==================== design 1
Fig. 1: design 1, signal wires by layer
Only two layers are drawn.
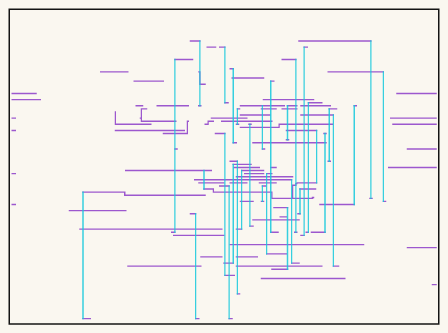

==> src/rtl/alu_mem_pkg.sv <==
// Shared types and constants for the ALU memory-bus master.
// Optional macro: ALU_BUS_MASTER_READBACK_EN adds the readback states.
package alu_mem_pkg;

    typedef enum logic [3:0] {
        IDLE,
        WR_A,
        WR_B,
        WR_OP,
        WAIT,
        RESP
`ifdef ALU_BUS_MASTER_READBACK_EN
        ,
        RB_0,
        RB_1,
        RB_2,
        RB_CHK
`endif
    } state_t;

    // Register map of the ALU slave; address 3 is never used.
    localparam int unsigned ADDR_A  = 0;
    localparam int unsigned ADDR_B  = 1;
    localparam int unsigned ADDR_OP = 2;

endpackage

==> src/rtl/alu_bus_master.sv <==
// Command-driven master for the ALU memory bus: writes operands and opcode,
// waits RES_LATENCY cycles, captures the result and hands it back.
// Optional macro: ALU_BUS_MASTER_READBACK_EN reads the three registers back
// after the wait and flags any mismatch on rsp_err.
module alu_bus_master
    import alu_mem_pkg::*;
#(
    parameter int unsigned ADDR_WIDTH  = 2,
    parameter int unsigned DATA_WIDTH  = 8,
    parameter int unsigned RES_LATENCY = 2
) (
    input  logic                      clk,
    input  logic                      reset,
    input  logic                      req_valid,
    output logic                      req_ready,
    input  logic [DATA_WIDTH-1:0]     req_a,
    input  logic [DATA_WIDTH-1:0]     req_b,
    input  logic [DATA_WIDTH-1:0]     req_op,
    output logic [ADDR_WIDTH-1:0]     addr,
    output logic [DATA_WIDTH-1:0]     wr_data,
    output logic                      rd_wr,
    output logic                      enable,
    input  logic [DATA_WIDTH-1:0]     rd_data,
    input  logic [2*DATA_WIDTH-1:0]   res_out,
    output logic                      rsp_valid,
    input  logic                      rsp_ready,
    output logic [2*DATA_WIDTH-1:0]   rsp_data,
    output logic                      rsp_err
);

    localparam logic [3:0] CNT_LAST = 4'(RES_LATENCY - 1);

    state_t                  state_q, state_d;
    logic [DATA_WIDTH-1:0]   a_q, b_q, op_q;
    logic [3:0]              wait_cnt_q;
    logic [2*DATA_WIDTH-1:0] rsp_data_q;
    logic                    wait_done;

    assign wait_done = (wait_cnt_q == CNT_LAST);

    // State register.
    always_ff @(posedge clk) begin
        if (reset) state_q <= IDLE;
        else       state_q <= state_d;
    end

    // Next-state decode and bus drive; idle bus lines are held at zero.
    always_comb begin
        state_d   = state_q;
        req_ready = 1'b0;
        rsp_valid = 1'b0;
        enable    = 1'b0;
        rd_wr     = 1'b0;
        addr      = '0;
        wr_data   = '0;
        case (state_q)
            IDLE: begin
                req_ready = 1'b1;
                if (req_valid) state_d = WR_A;
            end
            WR_A: begin
                enable  = 1'b1;
                addr    = ADDR_WIDTH'(ADDR_A);
                wr_data = a_q;
                state_d = WR_B;
            end
            WR_B: begin
                enable  = 1'b1;
                addr    = ADDR_WIDTH'(ADDR_B);
                wr_data = b_q;
                state_d = WR_OP;
            end
            WR_OP: begin
                enable  = 1'b1;
                addr    = ADDR_WIDTH'(ADDR_OP);
                wr_data = op_q;
                state_d = WAIT;
            end
            WAIT: begin
`ifdef ALU_BUS_MASTER_READBACK_EN
                if (wait_done) state_d = RB_0;
`else
                if (wait_done) state_d = RESP;
`endif
            end
            RESP: begin
                rsp_valid = 1'b1;
                if (rsp_ready) state_d = IDLE;
            end
`ifdef ALU_BUS_MASTER_READBACK_EN
            RB_0: begin
                enable  = 1'b1;
                rd_wr   = 1'b1;
                addr    = ADDR_WIDTH'(ADDR_A);
                state_d = RB_1;
            end
            RB_1: begin
                enable  = 1'b1;
                rd_wr   = 1'b1;
                addr    = ADDR_WIDTH'(ADDR_B);
                state_d = RB_2;
            end
            RB_2: begin
                enable  = 1'b1;
                rd_wr   = 1'b1;
                addr    = ADDR_WIDTH'(ADDR_OP);
                state_d = RB_CHK;
            end
            RB_CHK: state_d = RESP;
`endif
            default: state_d = IDLE;
        endcase
    end

    // Operand latch, wait counter and result capture.
    always_ff @(posedge clk) begin
        if (reset) begin
            a_q        <= '0;
            b_q        <= '0;
            op_q       <= '0;
            wait_cnt_q <= '0;
            rsp_data_q <= '0;
        end else begin
            if (state_q == IDLE && req_valid) begin
                a_q  <= req_a;
                b_q  <= req_b;
                op_q <= req_op;
            end
            if (state_q == WAIT) begin
                if (wait_done) begin
                    rsp_data_q <= res_out;
                    wait_cnt_q <= '0;
                end else begin
                    wait_cnt_q <= wait_cnt_q + 4'd1;
                end
            end
        end
    end

    assign rsp_data = rsp_data_q;

`ifdef ALU_BUS_MASTER_READBACK_EN
    logic [DATA_WIDTH-1:0] rb_a_q, rb_b_q;
    logic                  rsp_err_q;

    // Read data arrives one cycle after each read; the opcode readback is
    // compared straight off rd_data in RB_CHK.
    always_ff @(posedge clk) begin
        if (reset) begin
            rb_a_q    <= '0;
            rb_b_q    <= '0;
            rsp_err_q <= 1'b0;
        end else begin
            if (state_q == RB_1) rb_a_q <= rd_data;
            if (state_q == RB_2) rb_b_q <= rd_data;
            if (state_q == RB_CHK) begin
                rsp_err_q <= (rb_a_q != a_q) | (rb_b_q != b_q) | (rd_data != op_q);
            end
        end
    end

    assign rsp_err = rsp_err_q;
`else
    logic unused_rd_data;
    assign unused_rd_data = ^rd_data;
    assign rsp_err        = 1'b0;
`endif

endmodule

==> config.mk <==
export PLATFORM = sky130hd
export DESIGN_NAME = alu_bus_master
export DESIGN_NICKNAME = d
export VERILOG_FILES = /design/src/rtl/alu_mem_pkg.sv /design/src/rtl/alu_bus_master.sv
export SDC_FILE = /design/constraint.sdc
export NUM_CORES = 1
export LEC_CHECK = 0
export ABC_AREA = 1
export CAP_MARGIN = 15
export CORE_ASPECT_RATIO = 0.7
export CORE_MARGIN = 5
export CORE_UTILIZATION = 40
export CTS_BUF_LIST = sky130_fd_sc_hd__clkbuf_4 sky130_fd_sc_hd__clkbuf_8
export DETAILED_ROUTE_END_ITERATION = 16
export PLACE_DENSITY = 0.79
export RECOVER_POWER = 100
export SLEW_MARGIN = 40
export SYNTH_ARGS = -nofsm -noshare
export SYNTH_HDL_FRONTEND = slang
export SYNTH_SLANG_ARGS = --single-unit
==> constraint.sdc <==
create_clock -name clk -period 1.3 [get_ports clk]
set_input_delay 0.26 -clock clk [delete_from_list [all_inputs] [get_ports clk]]
set_output_delay 0.26 -clock clk [all_outputs]
set_load 0.1 [all_outputs]
==================== design 2
<file path="src/rtl/dpram_line_reader_pkg.sv">
// Shared cache definitions: reader FSM state encoding and RAM geometry defaults.
// Latency: n/a (types and constants only).
// Backpressure: n/a.
package dpram_line_reader_pkg;

    // RAM geometry shared by the line reader and the fill writer
    localparam int DATABITS_DEF = 32;
    localparam int ADDRBITS_DEF = 5;

    // Reader sequencer states
    typedef enum logic [1:0] {
        ST_IDLE   = 2'd0,
        ST_STREAM = 2'd1,
        ST_DRAIN  = 2'd2,
        ST_FINISH = 2'd3
    } rd_state_t;

endpackage

</file>
<file path="src/rtl/dpram_line_reader.sv">
// Walks the dual-port RAM read port from a base address and streams each word out.
// Latency: first word valid 2 cycles after start; one word per cycle with ready held high.
// Backpressure: out_ready low holds out_data/out_last and freezes rdaddr until accepted.
module dpram_line_reader
    import dpram_line_reader_pkg::*;
#(
    parameter int DATABITS = DATABITS_DEF,
    parameter int ADDRBITS = ADDRBITS_DEF,
    parameter int LENBITS  = ADDRBITS + 1
) (
    input  logic                clk,
    input  logic                reset,
    input  logic                start,
    input  logic [ADDRBITS-1:0] startaddr,
    input  logic [LENBITS-1:0]  len,
    output logic                busy,
    output logic                done,
    output logic [ADDRBITS-1:0] rdaddr,
    input  logic [DATABITS-1:0] q,
    output logic [DATABITS-1:0] out_data,
    output logic                out_valid,
    output logic                out_last,
    input  logic                out_ready
);

    rd_state_t          state;
    rd_state_t          state_nxt;
    logic [LENBITS-1:0] remaining;
    logic               load;
    logic               xfer;
    logic               last_word;
    logic               accept_cmd;

    // The output register can take a new word whenever it is empty or being drained this cycle.
    assign load       = (state == ST_STREAM) && (!out_valid || out_ready);
    assign xfer       = out_valid && out_ready;
    assign last_word  = (remaining == LENBITS'(1));
    assign accept_cmd = (state == ST_IDLE) && start && (len != '0);

    // State register; reset drops any in-flight command without a done pulse.
    always_ff @(posedge clk) begin
        if (reset) begin
            state <= ST_IDLE;
        end else begin
            state <= state_nxt;
        end
    end

    // Next-state and status outputs; start is only looked at in IDLE, never queued.
    always_comb begin
        state_nxt = state;
        busy      = 1'b0;
        done      = 1'b0;
        case (state)
            ST_IDLE: begin
                if (start) begin
                    state_nxt = (len != '0) ? ST_STREAM : ST_FINISH;
                end
            end
            ST_STREAM: begin
                busy = 1'b1;
                if (load && last_word) begin
                    state_nxt = ST_DRAIN;
                end
            end
            ST_DRAIN: begin
                busy = 1'b1;
                if (xfer) begin
                    state_nxt = ST_FINISH;
                end
            end
            ST_FINISH: begin
                done      = 1'b1;
                state_nxt = ST_IDLE;
            end
            default: begin
                state_nxt = ST_IDLE;
            end
        endcase
    end

    // Address walk, word counter and the single-stage output register.
    always_ff @(posedge clk) begin
        if (reset) begin
            rdaddr    <= '0;
            remaining <= '0;
            out_data  <= '0;
            out_valid <= 1'b0;
            out_last  <= 1'b0;
        end else begin
            if (accept_cmd) begin
                rdaddr    <= startaddr;
                remaining <= len;
            end
            if (load) begin
                // q is a combinational read of rdaddr, so it is captured in the same cycle.
                out_data  <= q;
                out_valid <= 1'b1;
                out_last  <= last_word;
                rdaddr    <= rdaddr + ADDRBITS'(1);
                remaining <= remaining - LENBITS'(1);
            end else if (xfer) begin
                out_valid <= 1'b0;
                out_last  <= 1'b0;
            end
        end
    end

endmodule

</file>
<file path="config.mk">
export PLATFORM = sky130hd
export DESIGN_NAME = dpram_line_reader
export DESIGN_NICKNAME = d
export VERILOG_FILES = /design/src/rtl/dpram_line_reader_pkg.sv /design/src/rtl/dpram_line_reader.sv
export SDC_FILE = /design/constraint.sdc
export NUM_CORES = 1
export LEC_CHECK = 0
export CELL_PAD_IN_SITES_DETAIL_PLACEMENT = 0
export CELL_PAD_IN_SITES_GLOBAL_PLACEMENT = 1
export CORE_ASPECT_RATIO = 0.6
export CORE_MARGIN = 1
export CORE_UTILIZATION = 33
export CTS_BUF_LIST = sky130_fd_sc_hd__clkbuf_2 sky130_fd_sc_hd__clkbuf_4 sky130_fd_sc_hd__clkbuf_8
export DETAILED_ROUTE_END_ITERATION = 12
export GPL_TIMING_DRIVEN = 0
export PLACE_DENSITY_LB_ADDON = 0.1
export RECOVER_POWER = 25
export SYNTH_ARGS = -nofsm -noshare
export SYNTH_HDL_FRONTEND = slang
export SYNTH_SLANG_ARGS = --single-unit
export TNS_END_PERCENT = 50
</file>
<file path="constraint.sdc">
create_clock -name clk -period 2.7 [get_ports clk]
set_clock_uncertainty 0.05 [all_clocks]
set_input_delay 0.54 -clock clk [delete_from_list [all_inputs] [get_ports clk]]
set_output_delay 0.54 -clock clk [all_outputs]
set_load 0.02 [all_outputs]
</file>
Fig. 2: design 2, power grid
Pins as bars on the die edge.
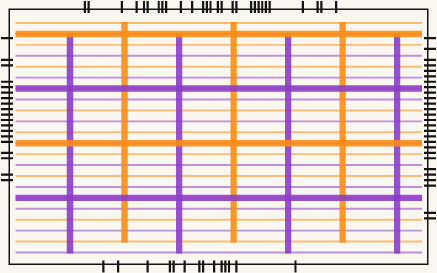
orange -> VDD
purple -> VSS
rows = 21
met5 straps = 4

==> run summary, design 2 <==
impl run done, here's what came out: post-layout period usage of the worst path=83.2%, top-level port count=88, Multiplexer share=0%, number of enable-type register cells in the synthesized netlist=0, final net count=398, cell count of the worst hold path=2, vias in the first global route=1930, initial drt markers=117, most instantiated library cell after synthesis=nand2_1, yosys cell count=250, sequential cell area fraction in the yosys report=45.9%, beginning of the worst register-to-register path=state[1], FF/Latch Area=941 um2, most instantiated logic cells after routing=nand2_1 (69), clkdlybuf4s50_1 (66), dfxtp_1 (47), Mapped Cells=250, clock tree buffer depth=2, count of H-tree levels built during CTS=2, average wire length per cell after detail routing=14.3 um, Non-clock buffering overhead=30.3%, Vert. Die Dim=63.1 um, launch point of the worst path=state[0], critical path start-end classification=reg2out, clock buffers created by TritonCTS=5, clock-cell share of area=3.42%, met3 usage in global routing=5.07%, Max-Cap Viols=0, met2 track demand over resource=26.8%, R2R Path End=out_data[30], Synth-to-Final Area Change=51.3%, power spent charging and discharging nets=1.21 mW, clock sink count=47, final setup violating endpoints=0, Clock power frac=16.8%, summed instance area of the synthesized netlist=0.00205 mm2, hold-critical path endpoint=out_data[1], clock-pin slew reported for the worst setup and hold paths after clock tree synthesis=0.09 ns, result of the run=completed, flop and latch count out of synthesis=47, Met3 Routed Length=461 um, number of nets with antenna violations after routing=0
-- design 2: through the flow --
step | hold WS (ns) | instance area (um2) | cells | setup WS [ns]
after global placement | 0.392 | 3010 | 416 | 0.326
final | 0.404 | 3110 | 423 | 0.454
after CTS | 0.411 | 3120 | 423 | 0.439
after global routing | 0.426 | 3110 | 423 | 0.334
after detailed placement | 0.399 | 3010 | 416 | 0.330
after floorplan | 0.424 | 2050 | 250 | 1.06
-- design 2: tightest hold or removal path, delay by kind of cell (launching register included) --
family           cells  cell delay (ns)
flip-flops           1             0.32
AND-OR/OR-AND        1             0.05
AND/OR/NAND/NOR      1             0.05
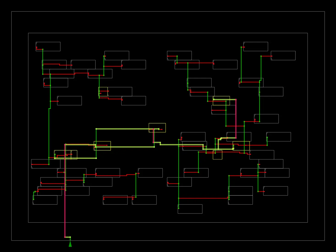
Fig. 3. The clock network (design 1).
Insertion Delay late pin: 0.31 ns
number of clock buffers in the layout: 7
clk pwr: 0.947 mW

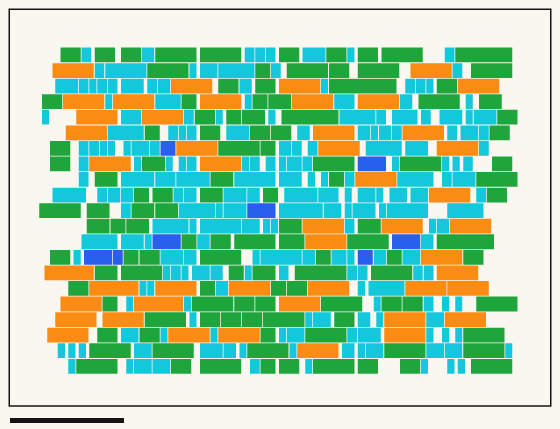
Fig. 4. Cells coloured by class (design 1).
Scale bar: 20 um.
orange -> sequential cells  # cells 47
green -> remaining buffers and delay cells  # cells 118
blue -> clock drivers and dummy loads  # cells 8
cyan -> combinational and other logic  # cells 211

Notes on Fig. 1 above:
cyan -> metal 4  # wire length 666 um
purple -> metal 3  # wire length 667 um

==> run summary, design 1 <==
impl run done, here's what came out: result of the run=finished with violations, failing checks=negative setup slack, tool warnings=37, Warnings, synthesis=0, final weighted congestion in routability-driven placement=0.834, combinational group share of total power=64.2%, antenna violations before repair=0, setup slack after layout=-0.449 ns, average wire length per cell after detail routing=22.4 um, global routing met1 resource utilization=30.8%, final setup violating endpoints=56, total gr overflow=0, nature of the critical path startpoint=register, most instantiated library cell after synthesis=nand2_1, standard cell core area=0.00481 mm2, final net count=435, layout cell share with drive strength beyond 1=44.3%, Pwr per Cell Area=1940 mW/mm2, RSZ-0062 raised after global routing=yes
==> design 1: through the flow <==
step | power, mW | TNS [ns] | util (%) | cells | hold WS, ns
2_1_floorplan | 4.22 | -0.728 | - | 272 | 0.406
3_3_place_gp | 5.51 | -2.17 | 73.7 | 425 | 0.447
3_5_place_dp | 5.61 | -3.22 | 73.7 | 425 | 0.450
4_1_cts | 7.33 | -8.57 | 81.0 | 444 | 0.461
5_1_grt | 8.32 | -13.12 | 87.0 | 453 | 0.470
6_report | 8.13 | -10.83 | 87.0 | 453 | 0.453

==================== design 3
Fig. 5: design 3, clock distribution
Scale bar: 20 um.
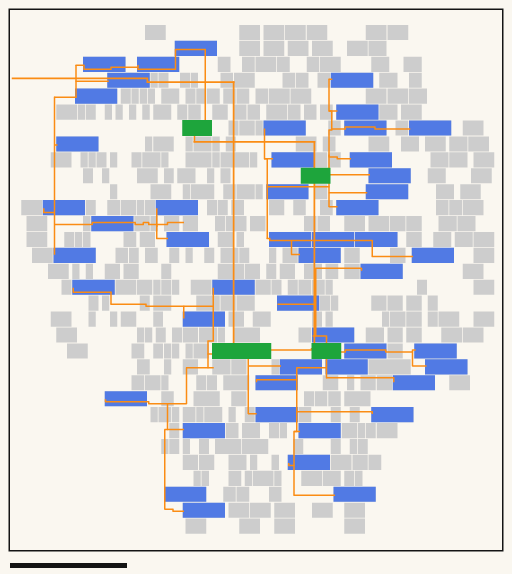

$ cat src/rtl/tdpram_pkg.sv
// Shared types and defaults for the true-dual-port RAM BIST controller.
package tdpram_pkg;

  typedef enum logic [2:0] {
    ST_IDLE  = 3'd0,
    ST_WRITE = 3'd1,
    ST_READ  = 3'd2,
    ST_FLUSH = 3'd3,
    ST_DONE  = 3'd4
  } state_e;

  typedef enum logic [1:0] {
    MODE_WA_RA  = 2'd0,
    MODE_WA_RB  = 2'd1,
    MODE_WB_RA  = 2'd2,
    MODE_WA_RAB = 2'd3
  } mode_e;

  localparam int unsigned DEFAULT_STRIDE = 32'h25;

endpackage

$ cat src/rtl/tdpram_bist_checker.sv
// Expected-data pipeline for one RAM read port; flags a mismatch when the
// read data returns READ_LAT cycles after the address was issued.
module tdpram_bist_checker
  import tdpram_pkg::*;
#(
  parameter int unsigned ADDR_W   = 3,
  parameter int unsigned DATA_W   = 8,
  parameter int unsigned READ_LAT = 1
) (
  input  logic              clk,
  input  logic              rst,
  input  logic              issue_i,
  input  logic [DATA_W-1:0] exp_data_i,
  input  logic [ADDR_W-1:0] exp_addr_i,
  input  logic [DATA_W-1:0] dout_i,
  output logic              mismatch_o,
  output logic [ADDR_W-1:0] mm_addr_o
);

  logic [READ_LAT-1:0] vld_q;
  logic [DATA_W-1:0]   dat_q [READ_LAT];
  logic [ADDR_W-1:0]   adr_q [READ_LAT];

  always_ff @(posedge clk) begin
    if (rst) begin
      vld_q <= '0;
      for (int unsigned i = 0; i < READ_LAT; i++) begin
        dat_q[i] <= '0;
        adr_q[i] <= '0;
      end
    end else begin
      vld_q[0] <= issue_i;
      dat_q[0] <= exp_data_i;
      adr_q[0] <= exp_addr_i;
      for (int unsigned i = 1; i < READ_LAT; i++) begin
        vld_q[i] <= vld_q[i-1];
        dat_q[i] <= dat_q[i-1];
        adr_q[i] <= adr_q[i-1];
      end
    end
  end

  always_comb begin
    mismatch_o = vld_q[READ_LAT-1] && (dout_i != dat_q[READ_LAT-1]);
    mm_addr_o  = adr_q[READ_LAT-1];
  end

endmodule

$ cat src/rtl/tdpram_bist.sv
// March-style BIST for a true-dual-port RAM: writes an arithmetic pattern
// through one port, reads it back through one or both ports and counts errors.
module tdpram_bist
  import tdpram_pkg::*;
#(
  parameter int unsigned ADDR_W   = 3,
  parameter int unsigned DATA_W   = 8,
  parameter int unsigned READ_LAT = 1,
  parameter int unsigned STRIDE   = DEFAULT_STRIDE
) (
  input  logic              clk,
  input  logic              rst,
  input  logic              start,
  input  logic [1:0]        mode,
  input  logic [DATA_W-1:0] seed,
  output logic              we_a,
  output logic              we_b,
  output logic [ADDR_W-1:0] addr_a,
  output logic [ADDR_W-1:0] addr_b,
  output logic [DATA_W-1:0] din_a,
  output logic [DATA_W-1:0] din_b,
  input  logic [DATA_W-1:0] dout_a,
  input  logic [DATA_W-1:0] dout_b,
  output logic              busy,
  output logic              done,
  output logic              pass,
  output logic [ADDR_W+1:0] err_count,
  output logic [ADDR_W-1:0] first_err_addr
);

  localparam int unsigned DEPTH = 2**ADDR_W;
  localparam int unsigned CNT_W = ADDR_W + 2;
  localparam int unsigned ERR_W = ADDR_W + 2;
  localparam logic [DATA_W-1:0] STRIDE_W   = DATA_W'(STRIDE);
  localparam logic [CNT_W-1:0]  LAST_ADDR  = CNT_W'(DEPTH - 1);
  localparam logic [CNT_W-1:0]  LAST_FLUSH = CNT_W'(READ_LAT - 1);

  state_e            state_q, state_d;
  mode_e             mode_q, mode_d;
  logic [CNT_W-1:0]  cnt_q, cnt_d;
  logic [DATA_W-1:0] pat_q, pat_d;
  logic [DATA_W-1:0] seed_q, seed_d;
  logic [ERR_W-1:0]  err_q, err_d;
  logic [ADDR_W-1:0] ferr_q, ferr_d;
  logic              seen_q, seen_d;
  logic              pass_q, pass_d;

  logic              wr_b, rd_a, rd_b;
  logic              issue_a, issue_b;
  logic              mm_a, mm_b;
  logic [ADDR_W-1:0] mm_addr_a, mm_addr_b;
  logic [ERR_W:0]    err_sum;

  always_comb begin
    wr_b    = (mode_q == MODE_WB_RA);
    rd_a    = (mode_q != MODE_WA_RB);
    rd_b    = (mode_q == MODE_WA_RB) || (mode_q == MODE_WA_RAB);
    issue_a = (state_q == ST_READ) && rd_a;
    issue_b = (state_q == ST_READ) && rd_b;
  end

  tdpram_bist_checker #(
    .ADDR_W   (ADDR_W),
    .DATA_W   (DATA_W),
    .READ_LAT (READ_LAT)
  ) u_chk_a (
    .clk        (clk),
    .rst        (rst),
    .issue_i    (issue_a),
    .exp_data_i (pat_q),
    .exp_addr_i (cnt_q[ADDR_W-1:0]),
    .dout_i     (dout_a),
    .mismatch_o (mm_a),
    .mm_addr_o  (mm_addr_a)
  );

  tdpram_bist_checker #(
    .ADDR_W   (ADDR_W),
    .DATA_W   (DATA_W),
    .READ_LAT (READ_LAT)
  ) u_chk_b (
    .clk        (clk),
    .rst        (rst),
    .issue_i    (issue_b),
    .exp_data_i (pat_q),
    .exp_addr_i (cnt_q[ADDR_W-1:0]),
    .dout_i     (dout_b),
    .mismatch_o (mm_b),
    .mm_addr_o  (mm_addr_b)
  );

  always_comb begin
    state_d = state_q;
    mode_d  = mode_q;
    cnt_d   = cnt_q;
    pat_d   = pat_q;
    seed_d  = seed_q;
    pass_d  = pass_q;

    // One extra bit of headroom so two simultaneous errors can saturate cleanly
    err_sum = {1'b0, err_q} + {{ERR_W{1'b0}}, mm_a} + {{ERR_W{1'b0}}, mm_b};
    err_d   = err_sum[ERR_W] ? '1 : err_sum[ERR_W-1:0];
    seen_d  = seen_q || mm_a || mm_b;
    ferr_d  = ferr_q;
    if (!seen_q && (mm_a || mm_b)) begin
      ferr_d = mm_a ? mm_addr_a : mm_addr_b;
    end

    case (state_q)
      ST_IDLE: begin
        if (start) begin
          state_d = ST_WRITE;
          mode_d  = mode_e'(mode);
          seed_d  = seed;
          pat_d   = seed;
          cnt_d   = '0;
          err_d   = '0;
          ferr_d  = '0;
          seen_d  = 1'b0;
          pass_d  = 1'b0;
        end
      end
      ST_WRITE: begin
        cnt_d = cnt_q + 1'b1;
        pat_d = pat_q + STRIDE_W;
        if (cnt_q == LAST_ADDR) begin
          state_d = ST_READ;
          cnt_d   = '0;
          pat_d   = seed_q;
        end
      end
      ST_READ: begin
        cnt_d = cnt_q + 1'b1;
        pat_d = pat_q + STRIDE_W;
        if (cnt_q == LAST_ADDR) begin
          state_d = ST_FLUSH;
          cnt_d   = '0;
        end
      end
      ST_FLUSH: begin
        cnt_d = cnt_q + 1'b1;
        if (cnt_q == LAST_FLUSH) begin
          state_d = ST_DONE;
          cnt_d   = '0;
          pass_d  = (err_d == '0);
        end
      end
      ST_DONE: state_d = ST_IDLE;
      default: state_d = ST_IDLE;
    endcase
  end

  always_ff @(posedge clk) begin
    if (rst) begin
      state_q <= ST_IDLE;
      mode_q  <= MODE_WA_RA;
      cnt_q   <= '0;
      pat_q   <= '0;
      seed_q  <= '0;
      err_q   <= '0;
      ferr_q  <= '0;
      seen_q  <= 1'b0;
      pass_q  <= 1'b0;
    end else begin
      state_q <= state_d;
      mode_q  <= mode_d;
      cnt_q   <= cnt_d;
      pat_q   <= pat_d;
      seed_q  <= seed_d;
      err_q   <= err_d;
      ferr_q  <= ferr_d;
      seen_q  <= seen_d;
      pass_q  <= pass_d;
    end
  end

  always_comb begin
    we_a   = 1'b0;
    we_b   = 1'b0;
    addr_a = '0;
    addr_b = '0;
    din_a  = '0;
    din_b  = '0;
    case (state_q)
      ST_WRITE: begin
        if (wr_b) begin
          we_b   = 1'b1;
          addr_b = cnt_q[ADDR_W-1:0];
          din_b  = pat_q;
        end else begin
          we_a   = 1'b1;
          addr_a = cnt_q[ADDR_W-1:0];
          din_a  = pat_q;
        end
      end
      ST_READ: begin
        if (rd_a) addr_a = cnt_q[ADDR_W-1:0];
        if (rd_b) addr_b = cnt_q[ADDR_W-1:0];
      end
      default: ;
    endcase
    busy           = (state_q == ST_WRITE) || (state_q == ST_READ) || (state_q == ST_FLUSH);
    done           = (state_q == ST_DONE);
    pass           = pass_q;
    err_count      = err_q;
    first_err_addr = ferr_q;
  end

endmodule

$ cat config.mk
export PLATFORM = sky130hd
export DESIGN_NAME = tdpram_bist
export DESIGN_NICKNAME = d
export VERILOG_FILES = /design/src/rtl/tdpram_pkg.sv /design/src/rtl/tdpram_bist_checker.sv /design/src/rtl/tdpram_bist.sv
export SDC_FILE = /design/constraint.sdc
export NUM_CORES = 1
export LEC_CHECK = 0
export CAP_MARGIN = 20
export CORE_ASPECT_RATIO = 1.1
export CORE_UTILIZATION = 36
export CTS_BUF_LIST = sky130_fd_sc_hd__clkbuf_8
export DETAILED_ROUTE_END_ITERATION = 12
export PLACE_DENSITY = 0.71
export SYNTH_ARGS = -nofsm -noshare
export SYNTH_HDL_FRONTEND = slang
export SYNTH_SLANG_ARGS = --single-unit
$ cat constraint.sdc
create_clock -name clk -period 3 [get_ports clk]
set_input_delay 0.75 -clock clk [delete_from_list [all_inputs] [get_ports clk]]
set_output_delay 0.75 -clock clk [all_outputs]
set_load 0.02 [all_outputs]
==================== design 4
**config.mk**
```make
export PLATFORM = sky130hd
export DESIGN_NAME = countdown_timer_flat
export DESIGN_NICKNAME = d
export VERILOG_FILES = /design/src/rtl/countdown_timer_if.sv /design/src/rtl/countdown_timer.sv /design/src/flat_wrapper.sv
export SDC_FILE = /design/constraint.sdc
export NUM_CORES = 1
export LEC_CHECK = 0
export ABC_CLOCK_PERIOD_IN_PS = 2900
export CAP_MARGIN = 25
export CORE_ASPECT_RATIO = 1.4
export CORE_UTILIZATION = 45
export DETAILED_ROUTE_END_ITERATION = 16
export DONT_BUFFER_PORTS = 1
export GPL_ROUTABILITY_DRIVEN = 0
export GPL_TIMING_DRIVEN = 0
export HOLD_SLACK_MARGIN = 0.05
export REMOVE_ABC_BUFFERS = 1
export SETUP_SLACK_MARGIN = 0.02
export SYNTH_ARGS = -nofsm -noshare
export SYNTH_HDL_FRONTEND = slang
export SYNTH_SLANG_ARGS = --single-unit
```
**constraint.sdc**
```tcl
create_clock -name clk -period 2.9 [get_ports clk]
set_input_delay 0.29 -clock clk [delete_from_list [all_inputs] [get_ports clk]]
set_output_delay 0.29 -clock clk [all_outputs]
set_load 0.02 [all_outputs]
```
**src/rtl/countdown_timer_if.sv**
```systemverilog
// Command and display bundle between the timer control logic and the
// countdown engine.
interface countdown_timer_if;
    logic       clear;
    logic       load;
    logic       start;
    logic       pause;
    logic [3:0] load_min;
    logic [3:0] load_dsec;
    logic [3:0] load_sec;
    logic [3:0] min;
    logic [3:0] dSec;
    logic [3:0] sec;
    logic       running;
    logic       done;

    modport master (
        output clear, load, start, pause, load_min, load_dsec, load_sec,
        input  min, dSec, sec, running, done
    );

    modport slave (
        input  clear, load, start, pause, load_min, load_dsec, load_sec,
        output min, dSec, sec, running, done
    );
endinterface

```
**src/rtl/countdown_timer.sv**
```systemverilog
// BCD M:SS countdown engine: loadable up to 9:59, one decrement per CLK_DIV
// cycles while running, with pause/resume, clear and a one-cycle done pulse.
module countdown_timer #(
    parameter int CLK_DIV = 50_000_000
) (
    input  logic             clk,
    input  logic             rst_n,
    countdown_timer_if.slave bus
);
    localparam int PW = $clog2(CLK_DIV);
    localparam logic [PW-1:0] PRESC_MAX = PW'(CLK_DIV - 1);

    typedef enum logic [1:0] {IDLE, RUN, PAUSED, DONE} state_t;

    state_t        state_reg, state_next;
    logic [PW-1:0] presc_reg, presc_next;
    logic [3:0]    min_reg, min_next;
    logic [3:0]    dsec_reg, dsec_next;
    logic [3:0]    sec_reg, sec_next;
    logic          running_reg, running_next;
    logic          done_reg, done_next;

    // Load digits clamped to their BCD ceilings: digit 1 is tens-of-seconds.
    logic [3:0] load_raw [3];
    logic [3:0] load_clamped [3];
    assign load_raw[0] = bus.load_sec;
    assign load_raw[1] = bus.load_dsec;
    assign load_raw[2] = bus.load_min;

    generate
        for (genvar gi = 0; gi < 3; gi++) begin : g_clamp
            localparam logic [3:0] LIMIT = (gi == 1) ? 4'd5 : 4'd9;
            assign load_clamped[gi] = (load_raw[gi] > LIMIT) ? LIMIT : load_raw[gi];
        end
    endgenerate

    logic [3:0] dec_min, dec_dsec, dec_sec;
    logic       dec_zero;
    logic       time_zero;

    always_comb begin
        dec_min  = min_reg;
        dec_dsec = dsec_reg;
        dec_sec  = sec_reg;
        if (sec_reg != 4'd0) begin
            dec_sec = sec_reg - 4'd1;
        end else if (dsec_reg != 4'd0) begin
            dec_sec  = 4'd9;
            dec_dsec = dsec_reg - 4'd1;
        end else begin
            dec_sec  = 4'd9;
            dec_dsec = 4'd5;
            dec_min  = min_reg - 4'd1;
        end
    end

    assign dec_zero  = (dec_min == 4'd0) && (dec_dsec == 4'd0) && (dec_sec == 4'd0);
    assign time_zero = (min_reg == 4'd0) && (dsec_reg == 4'd0) && (sec_reg == 4'd0);

    always_comb begin
        state_next = state_reg;
        presc_next = presc_reg;
        min_next   = min_reg;
        dsec_next  = dsec_reg;
        sec_next   = sec_reg;
        done_next  = 1'b0;
        // Counting continues in RUN unless pause acts or clear wins; a higher
        // priority command that is ignored in RUN still masks pause.
        if (bus.clear) begin
            state_next = IDLE;
            presc_next = '0;
            min_next   = 4'd0;
            dsec_next  = 4'd0;
            sec_next   = 4'd0;
        end else if (bus.pause && !bus.load && !bus.start && state_reg == RUN) begin
            state_next = PAUSED;
        end else if (bus.load && state_reg != RUN) begin
            state_next = IDLE;
            presc_next = '0;
            min_next   = load_clamped[2];
            dsec_next  = load_clamped[1];
            sec_next   = load_clamped[0];
        end else if (bus.start && !bus.load && state_reg == IDLE && !time_zero) begin
            state_next = RUN;
            presc_next = '0;
        end else if (bus.start && !bus.load && state_reg == PAUSED) begin
            state_next = RUN;
        end else if (state_reg == RUN) begin
            if (presc_reg == PRESC_MAX) begin
                presc_next = '0;
                min_next   = dec_min;
                dsec_next  = dec_dsec;
                sec_next   = dec_sec;
                if (dec_zero) begin
                    state_next = DONE;
                    done_next  = 1'b1;
                end
            end else begin
                presc_next = presc_reg + 1'b1;
            end
        end
        running_next = (state_next == RUN);
    end

    always_ff @(posedge clk) begin
        if (!rst_n) begin
            state_reg   <= IDLE;
            presc_reg   <= '0;
            min_reg     <= 4'd0;
            dsec_reg    <= 4'd0;
            sec_reg     <= 4'd0;
            running_reg <= 1'b0;
            done_reg    <= 1'b0;
        end else begin
            state_reg   <= state_next;
            presc_reg   <= presc_next;
            min_reg     <= min_next;
            dsec_reg    <= dsec_next;
            sec_reg     <= sec_next;
            running_reg <= running_next;
            done_reg    <= done_next;
        end
    end

    assign bus.min     = min_reg;
    assign bus.dSec    = dsec_reg;
    assign bus.sec     = sec_reg;
    assign bus.running = running_reg;
    assign bus.done    = done_reg;
endmodule

```
**src/flat_wrapper.sv**
```systemverilog
// flat-port wrapper written by rule: the top's interface ports become plain ports
module countdown_timer_flat 
#(
    parameter int CLK_DIV = 50_000_000
)
  (clk, rst_n, bus_clear, bus_load, bus_start, bus_pause, bus_load_min, bus_load_dsec, bus_load_sec, bus_min, bus_dSec, bus_sec, bus_running, bus_done);
  countdown_timer_if bus_i ();
  input  logic clk;
  input  logic rst_n;
  input wire logic [$bits(bus_i.clear)-1:0] bus_clear;
  input wire logic [$bits(bus_i.load)-1:0] bus_load;
  input wire logic [$bits(bus_i.start)-1:0] bus_start;
  input wire logic [$bits(bus_i.pause)-1:0] bus_pause;
  input wire logic [$bits(bus_i.load_min)-1:0] bus_load_min;
  input wire logic [$bits(bus_i.load_dsec)-1:0] bus_load_dsec;
  input wire logic [$bits(bus_i.load_sec)-1:0] bus_load_sec;
  output wire logic [$bits(bus_i.min)-1:0] bus_min;
  output wire logic [$bits(bus_i.dSec)-1:0] bus_dSec;
  output wire logic [$bits(bus_i.sec)-1:0] bus_sec;
  output wire logic [$bits(bus_i.running)-1:0] bus_running;
  output wire logic [$bits(bus_i.done)-1:0] bus_done;
  assign bus_i.clear = bus_clear;
  assign bus_i.load = bus_load;
  assign bus_i.start = bus_start;
  assign bus_i.pause = bus_pause;
  assign bus_i.load_min = bus_load_min;
  assign bus_i.load_dsec = bus_load_dsec;
  assign bus_i.load_sec = bus_load_sec;
  assign bus_min = bus_i.min;
  assign bus_dSec = bus_i.dSec;
  assign bus_sec = bus_i.sec;
  assign bus_running = bus_i.running;
  assign bus_done = bus_i.done;
  countdown_timer #(.CLK_DIV(CLK_DIV)) u_core (.clk(clk), .rst_n(rst_n), .bus(bus_i));
endmodule
```
==================== design 5
--- src/rtl/countdown_pkg.sv ---
// Shared definitions for the loadable countdown timer.
package countdown_pkg;

  localparam int unsigned STATE_W = 2;

  // Controller states; 2'd3 is unused and recovers to ST_IDLE.
  typedef enum logic [STATE_W-1:0] {
    ST_IDLE   = 2'd0,
    ST_RUN    = 2'd1,
    ST_EXPIRE = 2'd2
  } state_t;

endpackage : countdown_pkg

--- src/rtl/countdown_timer.sv ---
// Loadable down-counter with valid/ready load, abort, one-cycle done pulse
// and optional periodic auto-reload from the last loaded value.
module countdown_timer
  import countdown_pkg::*;
#(
  parameter int unsigned WIDTH       = 8,
  parameter bit          AUTO_RELOAD = 1'b0
) (
  input  logic             clk,
  input  logic             rst_n,
  input  logic             load_valid,
  output logic             load_ready,
  input  logic [WIDTH-1:0] load_value,
  input  logic             enable,
  input  logic             abort,
  output logic [WIDTH-1:0] count,
  output logic             busy,
  output logic             done
);

  state_t           state;
  logic [WIDTH-1:0] reload_reg;

  // Single decrement step; callers guarantee the operand is above one.
  function automatic logic [WIDTH-1:0] dec_one(input logic [WIDTH-1:0] value);
    return value - WIDTH'(1);
  endfunction

  // State, remaining count and reload value.
  always_ff @(posedge clk or negedge rst_n) begin
    if (!rst_n) begin
      state      <= ST_IDLE;
      count      <= '0;
      reload_reg <= '0;
    end else begin
      case (state)
        ST_IDLE: begin
          if (load_valid) begin
            count      <= load_value;
            reload_reg <= load_value;
            state      <= (load_value == '0) ? ST_EXPIRE : ST_RUN;
          end
        end
        ST_RUN: begin
          if (abort) begin
            count <= '0;
            state <= ST_IDLE;
          end else if (enable) begin
            // Last step (or a defensive zero) leaves RUN so count never wraps.
            if (count <= WIDTH'(1)) begin
              count <= '0;
              state <= ST_EXPIRE;
            end else begin
              count <= dec_one(count);
            end
          end
        end
        ST_EXPIRE: begin
          if (AUTO_RELOAD && !abort && (reload_reg != '0)) begin
            count <= reload_reg;
            state <= ST_RUN;
          end else begin
            count <= '0;
            state <= ST_IDLE;
          end
        end
        default: begin
          count <= '0;
          state <= ST_IDLE;
        end
      endcase
    end
  end

  // Status outputs decoded from the state register only.
  always_comb begin
    load_ready = 1'b0;
    busy       = 1'b0;
    done       = 1'b0;
    load_ready = (state == ST_IDLE);
    busy       = (state != ST_IDLE);
    done       = (state == ST_EXPIRE);
  end

endmodule : countdown_timer

--- config.mk ---
export PLATFORM = sky130hd
export DESIGN_NAME = countdown_timer
export DESIGN_NICKNAME = d
export VERILOG_FILES = /design/src/rtl/countdown_pkg.sv /design/src/rtl/countdown_timer.sv
export SDC_FILE = /design/constraint.sdc
export NUM_CORES = 1
export LEC_CHECK = 0
export ABC_AREA = 1
export CORE_MARGIN = 3
export CORE_UTILIZATION = 47
export CTS_BUF_LIST = sky130_fd_sc_hd__clkbuf_4
export DETAILED_ROUTE_END_ITERATION = 7
export GPL_TIMING_DRIVEN = 0
export PLACE_DENSITY_LB_ADDON = 0.3
export RECOVER_POWER = 25
export SYNTH_ARGS = -nofsm -noshare
export SYNTH_HDL_FRONTEND = slang
export SYNTH_SLANG_ARGS = --single-unit
--- constraint.sdc ---
create_clock -name clk -period 1.8 [get_ports clk]
set_clock_uncertainty 0.05 [all_clocks]
set_input_delay 0.27 -clock clk [delete_from_list [all_inputs] [get_ports clk]]
set_output_delay 0.27 -clock clk [all_outputs]
set_load 0.1 [all_outputs]
==================== design 6
===== src/rtl/isa_pkg.sv =====
// Shared ISA definitions: opcode field width and constants, default instruction
// width, and the fetch-stage state encoding.
package isa_pkg;

    localparam int OPCODE_W        = 4;
    localparam int INSTR_W_DEFAULT = 24;

    localparam logic [OPCODE_W-1:0] OP_MUL  = 4'h0;
    localparam logic [OPCODE_W-1:0] OP_MULI = 4'h1;
    localparam logic [OPCODE_W-1:0] OP_DIV  = 4'h2;
    localparam logic [OPCODE_W-1:0] OP_DIVI = 4'h3;
    localparam logic [OPCODE_W-1:0] OP_ADD  = 4'h4;
    localparam logic [OPCODE_W-1:0] OP_LDR  = 4'h5;
    localparam logic [OPCODE_W-1:0] OP_STR  = 4'h6;
    localparam logic [OPCODE_W-1:0] OP_B    = 4'h7;
    localparam logic [OPCODE_W-1:0] OP_ADDI = 4'h8;

    typedef enum logic [1:0] {
        FETCH   = 2'd0,
        WAIT    = 2'd1,
        FULL    = 2'd2,
        DISCARD = 2'd3
    } fetch_state_t;

endpackage


===== src/rtl/instruction_fetch.sv =====
// Fetch stage: owns the PC, issues one outstanding imem request at a time and
// holds the returned word in a one-entry instruction register for the decoder.
//
// state   | meaning
// FETCH   | idle, request pc this cycle unless a branch redirects
// WAIT    | request outstanding, waiting for imemValid
// FULL    | instruction register live, waiting for instrReady
// DISCARD | outstanding response is stale (branch seen), drop it on arrival
module instruction_fetch
    import isa_pkg::*;
#(
    parameter int                ADDR_W   = 16,
    parameter int                INSTR_W  = INSTR_W_DEFAULT,
    parameter logic [ADDR_W-1:0] RESET_PC = '0
) (
    input  logic                clk,
    input  logic                rst_n,
    output logic                imemReq,
    output logic [ADDR_W-1:0]   imemAddr,
    input  logic [INSTR_W-1:0]  imemRdata,
    input  logic                imemValid,
    input  logic                branchTaken,
    input  logic [ADDR_W-1:0]   branchTarget,
    input  logic                instrReady,
    output logic                instrValid,
    output logic [INSTR_W-1:0]  instr,
    output logic [OPCODE_W-1:0] opcode,
    output logic [ADDR_W-1:0]   pcOut
);

    fetch_state_t      state;
    logic [ADDR_W-1:0] pc;

    // Ready and branch reach the request strobe combinationally so a consumed
    // instruction is replaced without a bubble cycle.
    assign imemReq  = ((state == FETCH) || ((state == FULL) && instrReady)) && !branchTaken;
    assign imemAddr = pc;
    assign opcode   = instr[INSTR_W-1 -: OPCODE_W];

    always_ff @(posedge clk or negedge rst_n) begin
        if (!rst_n) begin
            state      <= FETCH;
            pc         <= RESET_PC;
            instrValid <= 1'b0;
            instr      <= '0;
            pcOut      <= '0;
        end else begin
            case (state)
                FETCH: begin
                    if (branchTaken) begin
                        pc <= branchTarget;
                    end else begin
                        state <= WAIT;
                    end
                end
                WAIT: begin
                    if (branchTaken) begin
                        pc    <= branchTarget;
                        state <= imemValid ? FETCH : DISCARD;
                    end else if (imemValid) begin
                        instr      <= imemRdata;
                        pcOut      <= pc;
                        pc         <= pc + ADDR_W'(1);
                        instrValid <= 1'b1;
                        state      <= FULL;
                    end
                end
                DISCARD: begin
                    if (branchTaken) begin
                        pc <= branchTarget;
                    end
                    if (imemValid) begin
                        state <= FETCH;
                    end
                end
                FULL: begin
                    if (branchTaken) begin
                        instrValid <= 1'b0;
                        pc         <= branchTarget;
                        state      <= FETCH;
                    end else if (instrReady) begin
                        instrValid <= 1'b0;
                        state      <= WAIT;
                    end
                end
                default: state <= FETCH;
            endcase
        end
    end

endmodule


===== config.mk =====
export PLATFORM = sky130hd
export DESIGN_NAME = instruction_fetch
export DESIGN_NICKNAME = d
export VERILOG_FILES = /design/src/rtl/isa_pkg.sv /design/src/rtl/instruction_fetch.sv
export SDC_FILE = /design/constraint.sdc
export NUM_CORES = 1
export LEC_CHECK = 0
export ABC_AREA = 1
export CORE_MARGIN = 5
export CORE_UTILIZATION = 35
export CTS_CLUSTER_SIZE = 40
export DETAILED_ROUTE_END_ITERATION = 12
export GPL_ROUTABILITY_DRIVEN = 0
export PLACE_DENSITY_LB_ADDON = 0.15
export SYNTH_ARGS = -nofsm -noshare
export SYNTH_HDL_FRONTEND = slang
export SYNTH_SLANG_ARGS = --single-unit

===== constraint.sdc =====
create_clock -name clk -period 3.5 [get_ports clk]
set_input_delay 0.7 -clock clk [delete_from_list [all_inputs] [get_ports clk]]
set_output_delay 0.7 -clock clk [all_outputs]
set_load 0.03 [all_outputs]

Fig. 6: design 4, cells coloured by class
Scale bar: 20 um.
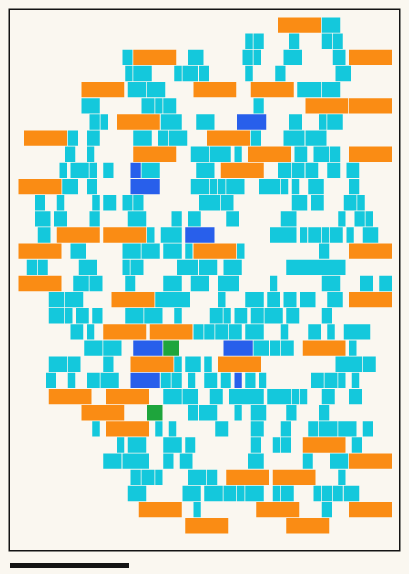
blue -> clock drivers and dummy loads  # cells 8
green -> remaining buffers and delay cells  # cells 2
orange -> sequential cells  # cells 42
cyan -> combinational and other logic  # cells 256

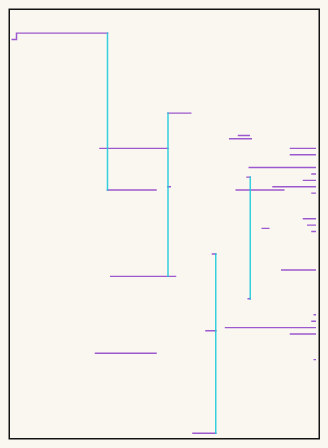
Fig. 7. Signal wires by layer (design 4).
Only two layers are drawn.
cyan -> metal 4  # wire length 132 um
purple -> metal 3  # wire length 180 um

==> run summary, design 4 <==
impl run done, here's what came out: result of the run=completed, Distinct cells, synth=48, hold_ws=0.112 ns, Met3 Routed Length=180 um, number of DRC violations after detailed routing=0, count of plain and timing-repair buffers in the layout=2, hold-critical path endpoint=u_core.bus.sec[2], chip area from the yosys synthesis statistics=0.00254 mm2, Slew @ Worst Pin=1.06 ns, detailed-routed wire length on met2=3340 um, post-layout period usage of the worst path=91.6%, worst slew margin relative to its limit=29.5%, fraction of registers with async set/reset=0%, critical path's largest stage delay=0.72 ns, vias in the first global route=2259, post-layout min period=2.66 ns, required time of the worst setup path=3.12 ns, Mapped Cells=311, number of inserted diodes=0, tally of buffers added on design ports=0, FF/Latch Area=841 um2, cells resized by post-CTS repair=0, slowest stage cell on the critical path=or4_1, Vias per Instance=6.37, Layout Utilization=48.9%, root cell of the clock tree=clkbuf_8, area post-placement=0.00256 mm2, most instantiated logic cells after routing=dfxtp_1 (42), nand2_1 (25), nor2_1 (18), o21ai_0 (18), a21oi_2 (18), number of fill cells=541, average cell area after synthesis=8.18 um2
[design 4: logic make-up (layout without fill, tap and decap cells)]
| logic type | after synthesis | in the layout | synth area share, % |
|---|---|---|---|
| simple gates | 137 | 137 | 30.7 |
| compound gates | 90 | 91 | 25.9 |
| flops | 42 | 42 | 33.1 |
| buf+inv | 29 | 25 | 5.31 |
| xor+xnor | 8 | 8 | 2.76 |
| fa+ha+maj | 3 | 3 | 1.48 |
| mux | 2 | 2 | 0.787 |
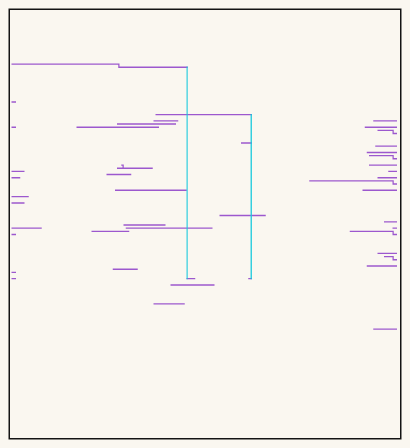
Fig. 8. Signal wires by layer (design 3).
Only two layers are drawn.
purple -> metal 3  # wire length 314 um
cyan -> metal 4  # wire length 80.9 um

Notes on Fig. 5 above:
orange -> clock wires  # length 648 um
green -> clock drivers  # count 5
blue -> flip-flops  # count 49
routed clock nets = 6

==> run summary, design 3 <==
impl run done, here's what came out: result of the run=finished with violations, failing checks=design-rule violations, sequential cell area fraction in the yosys report=36.8%, setup slack after layout=0.0801 ns, most instantiated library cell after synthesis=dfxtp_1, count of final max-slew check failures=0, number of DRC violations after detailed routing=10, Floorplan Nets=361, fraction of registers with async set/reset=0%, standard-cell row count=32, Post-CTS Setup Repair Bufs=0, Met3 Routed Length=314 um, total number of vias=2512, timing endpoint of the critical path=addr_a[0], most common cell after layout, fill and taps aside=clkdlybuf4s50_1, met3 usage in global routing=2.97%
design 3: final cells by class:
cell class              instances  area [um2]
well taps                      85         106
repair buffers                 82         773
clock buffers                   5        68.8
multi-input cells             254        1580
fillers                       668        3530
clock inverters                 3        21.3
flip-flops and latches         49         981
inverters                       8        30.0
design 3: critical path, cell delays in order (launching register included):
cell and delay [ns]:
dfxtp_1 0.41, or3b_1 0.40, a21oi_1 0.28, and2_1 0.17
clkdlybuf4s50_1 0.59
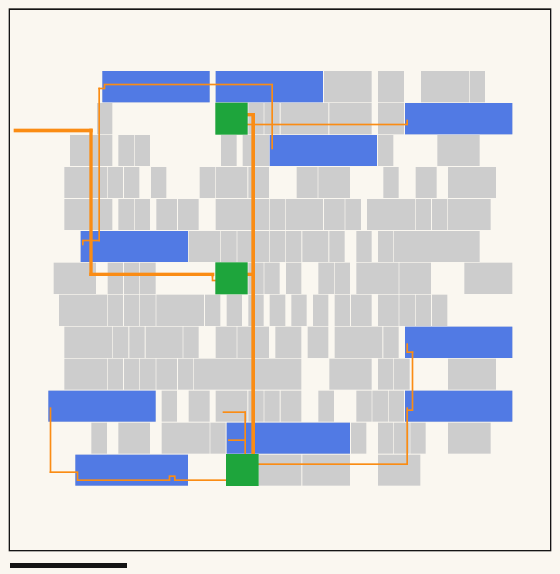
Fig. 9. Clock distribution (design 5).
Scale bar: 10 um.
green -> clock drivers  # count 3
blue -> flip-flops  # count 10
orange -> clock wires  # length 172 um
routed clock nets = 4
flops lie = all over the die

==> run summary, design 5 <==
impl run done, here's what came out: number of inserted diodes=0, Post-CTS Setup Repair Bufs=0, R2R depth=11, Synth-to-Final Area Change=41.8%, Crit Path Max Fanout=4, total number of vias=793, beginning of the worst register-to-register path=count[0], result of the run=completed, critical path start-end classification=reg2out, met2 track demand over resource=31.0%, post-layout period usage of the worst path=95.4%, Multiplexer share=0%, Floorplan Nets=129, sequential cell area fraction in the yosys report=33.3%, Synth logic family=simple AND/OR/NAND/NOR gates, global routing met1 resource utilization=27.3%, layout cell share with drive strength beyond 1=22.0%, global-route wire length before repair=3060 um, path type of the worst min-delay path=in2async, antenna violations before repair=0, Distinct cells, synth=21, yosys cell count=114, most instantiated logic cells after routing=nand2_1 (50), nor2_1 (13), clkdlybuf4s50_1 (11), vias in the first global route=723, Simple Share, Synth=46.0%, reg-to-reg slack, setup=0.14 ns, count of plain and timing-repair buffers in the layout=23, R2R Path End=count[6], top routing layer in use=met4, number of DRC violations after detailed routing=0, Vias per Instance=5.08, standard cell core area=0.00140 mm2, RSZ-0062 raised after global routing=no, die x size=46.0 um, FF/Latch Area=255 um2, worst slew margin relative to its limit=63.7%
==> design 5: synthesized netlist by cell type, drive strengths merged <==
cell type,number,area share (%)
nand4,2,1.7
nor3,1,0.67
clkinv,1,0.50
nand2,52,27
o31ai,1,1.0
nand3,6,4.0
a21o,1,1.0
xnor2,1,1.2
inv,10,5.0
o21ai,5,3.3
ha,2,3.3
nor2,18,12
o21bai,2,2.0
dfrtp,10,33
o22ai,1,2.7
a21oi,1,0.67
==> design 5: what timing repair did <==
item,4_1_cts,5_1_grt
resized,36,4
hold buffers,0,0
setup endpoints to repair,14,10
pin swaps,0,0
cloned,0,0
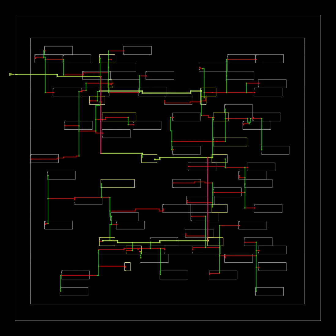
Fig. 10. The clock network (design 6).
clock sink count: 59
Worst Clk Skew: 0.00707 ns
count of flip-flops and latches: 59

==> run summary, design 6 <==
impl run done, here's what came out: result of the run=completed, beginning of the worst register-to-register path=state[0], total iterations of the first detailed-routing run=5, total number of vias=2732, die x size=100 um, TritonCTS clock tree=built, Non-clock buffering overhead=26.2%, met3 usage in global routing=5.91%, most numerous cell types in the synthesized netlist=nand2_1 (149), dfrtp_1 (59), nor2_1 (29), setup slack after layout=0.705 ns, post-synthesis cell type with the largest combined area=dfrtp_1, portion of synthesized cell area occupied by the leading cell type=52.1%, total global-route track usage=17.0%, Post-CTS Setup Repair Bufs=0, pin count of the biggest net entering global routing=37, initial drt markers=126, predominant post-synthesis flop cell=dfrtp_1, top cell class by occupied area=registers, global-route wire length before repair=13600 um, count of final max-slew check failures=0, Met3 Routed Length=663 um, tool warnings=26
design 6: flip-flops by register name (all words and copies together), names as in the netlist:
| register | flops |
|---|---|
| pcOut | 16 |
| instrValid | 1 |
| imemAddr | 16 |
| state | 2 |
| instr | 24 |
design 6: cells by family after synthesis:
| family | Yosys count |
|---|---|
| buffers and inverters | 44 |
| AND-OR/OR-AND | 47 |
| flip-flops | 59 |
| adder cells (fa/ha/maj) | 1 |
| XOR/XNOR | 2 |
| AND/OR/NAND/NOR | 208 |
design 6: critical path: stages:
cell,delay (ns)
clkdlybuf4s50_1,0.45
inv_1,0.05
a211oi_1,0.19
clkdlybuf4s50_1,0.71

==> layout pictures side by side <==
Power grid.
Pins as bars on the die edge.
(a)
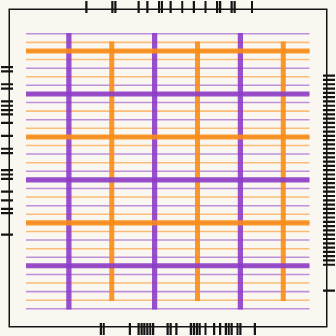
(b)
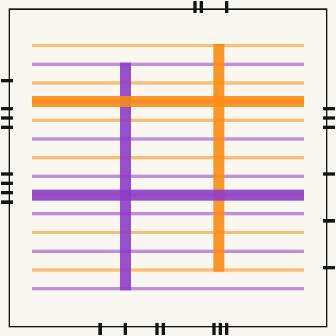
(c)
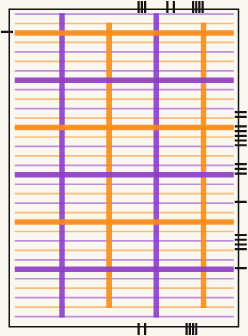
(d)
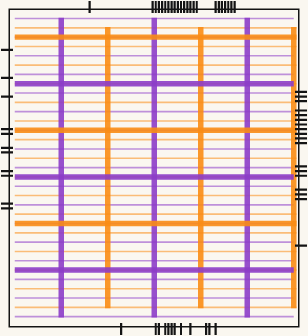
The one with the smallest die is (b).
The one with the most pins is (a).
(d) -> design 3
(c) -> design 4
(b) -> design 5
(a) -> design 6



==> screenshots <==
Clock distribution.
Scale bar: 20 um.
picture 1
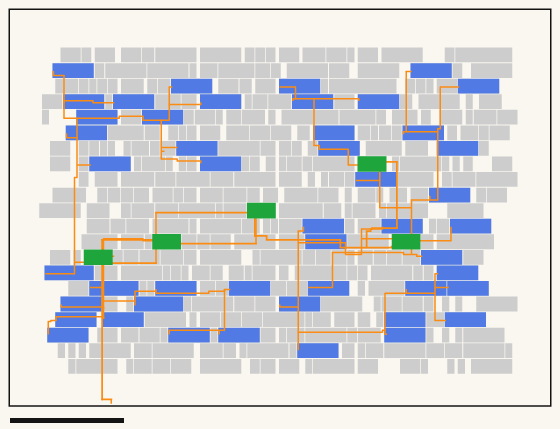
picture 2
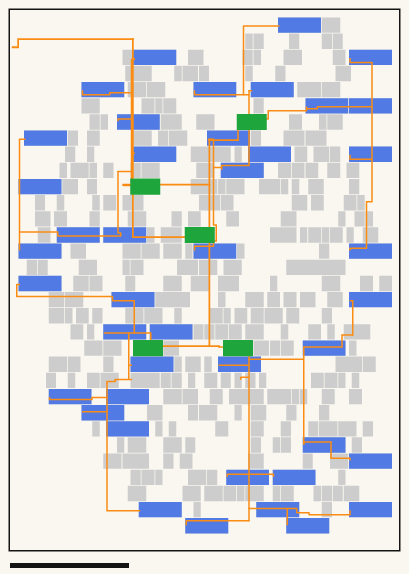
picture 3
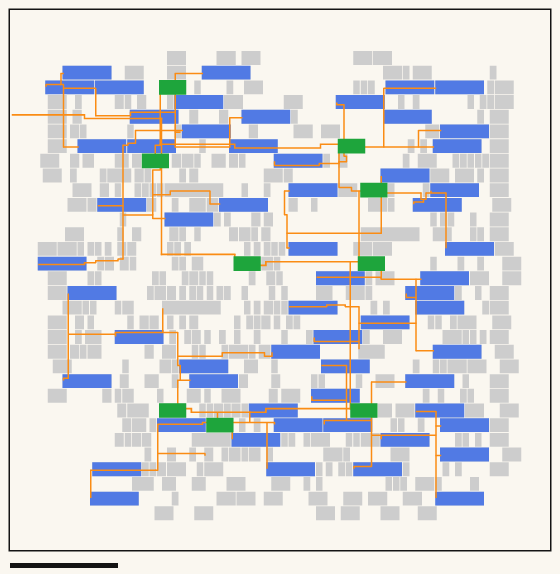
picture 4
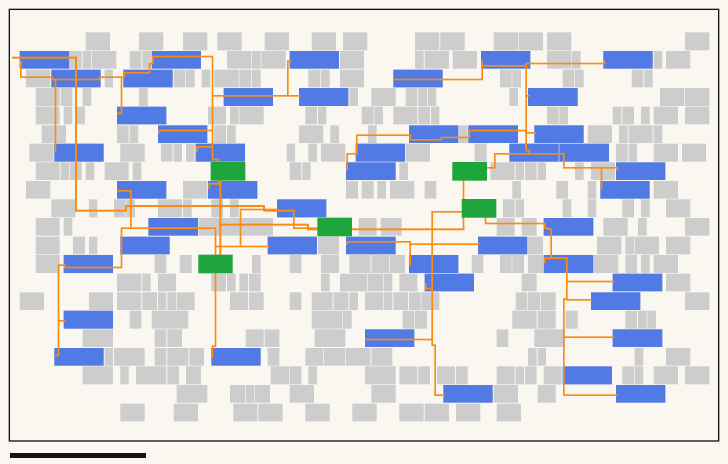
- design 2 = picture 4
- design 6 = picture 3
- design 1 = picture 1
- design 4 = picture 2
Of these, largest die: picture 3


==> gallery <==
The clock network.
Plate I
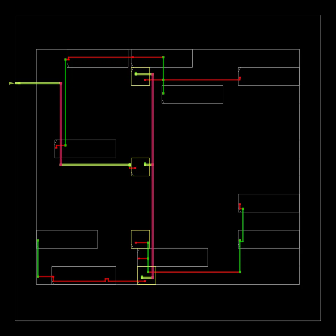
Plate II
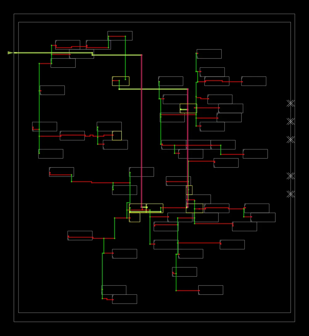
Plate III
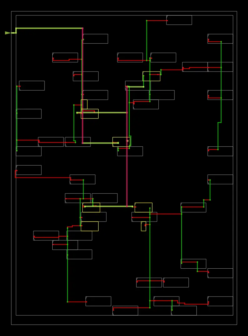
Plate IV
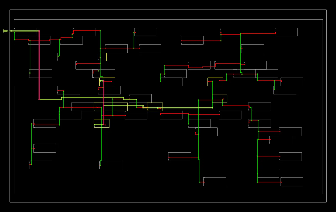
Plate IV -> design 2
Plate I -> design 5
Plate II -> design 3
Plate III -> design 4

Power figures rest on the tool's default switching activity, not on a simulated workload.
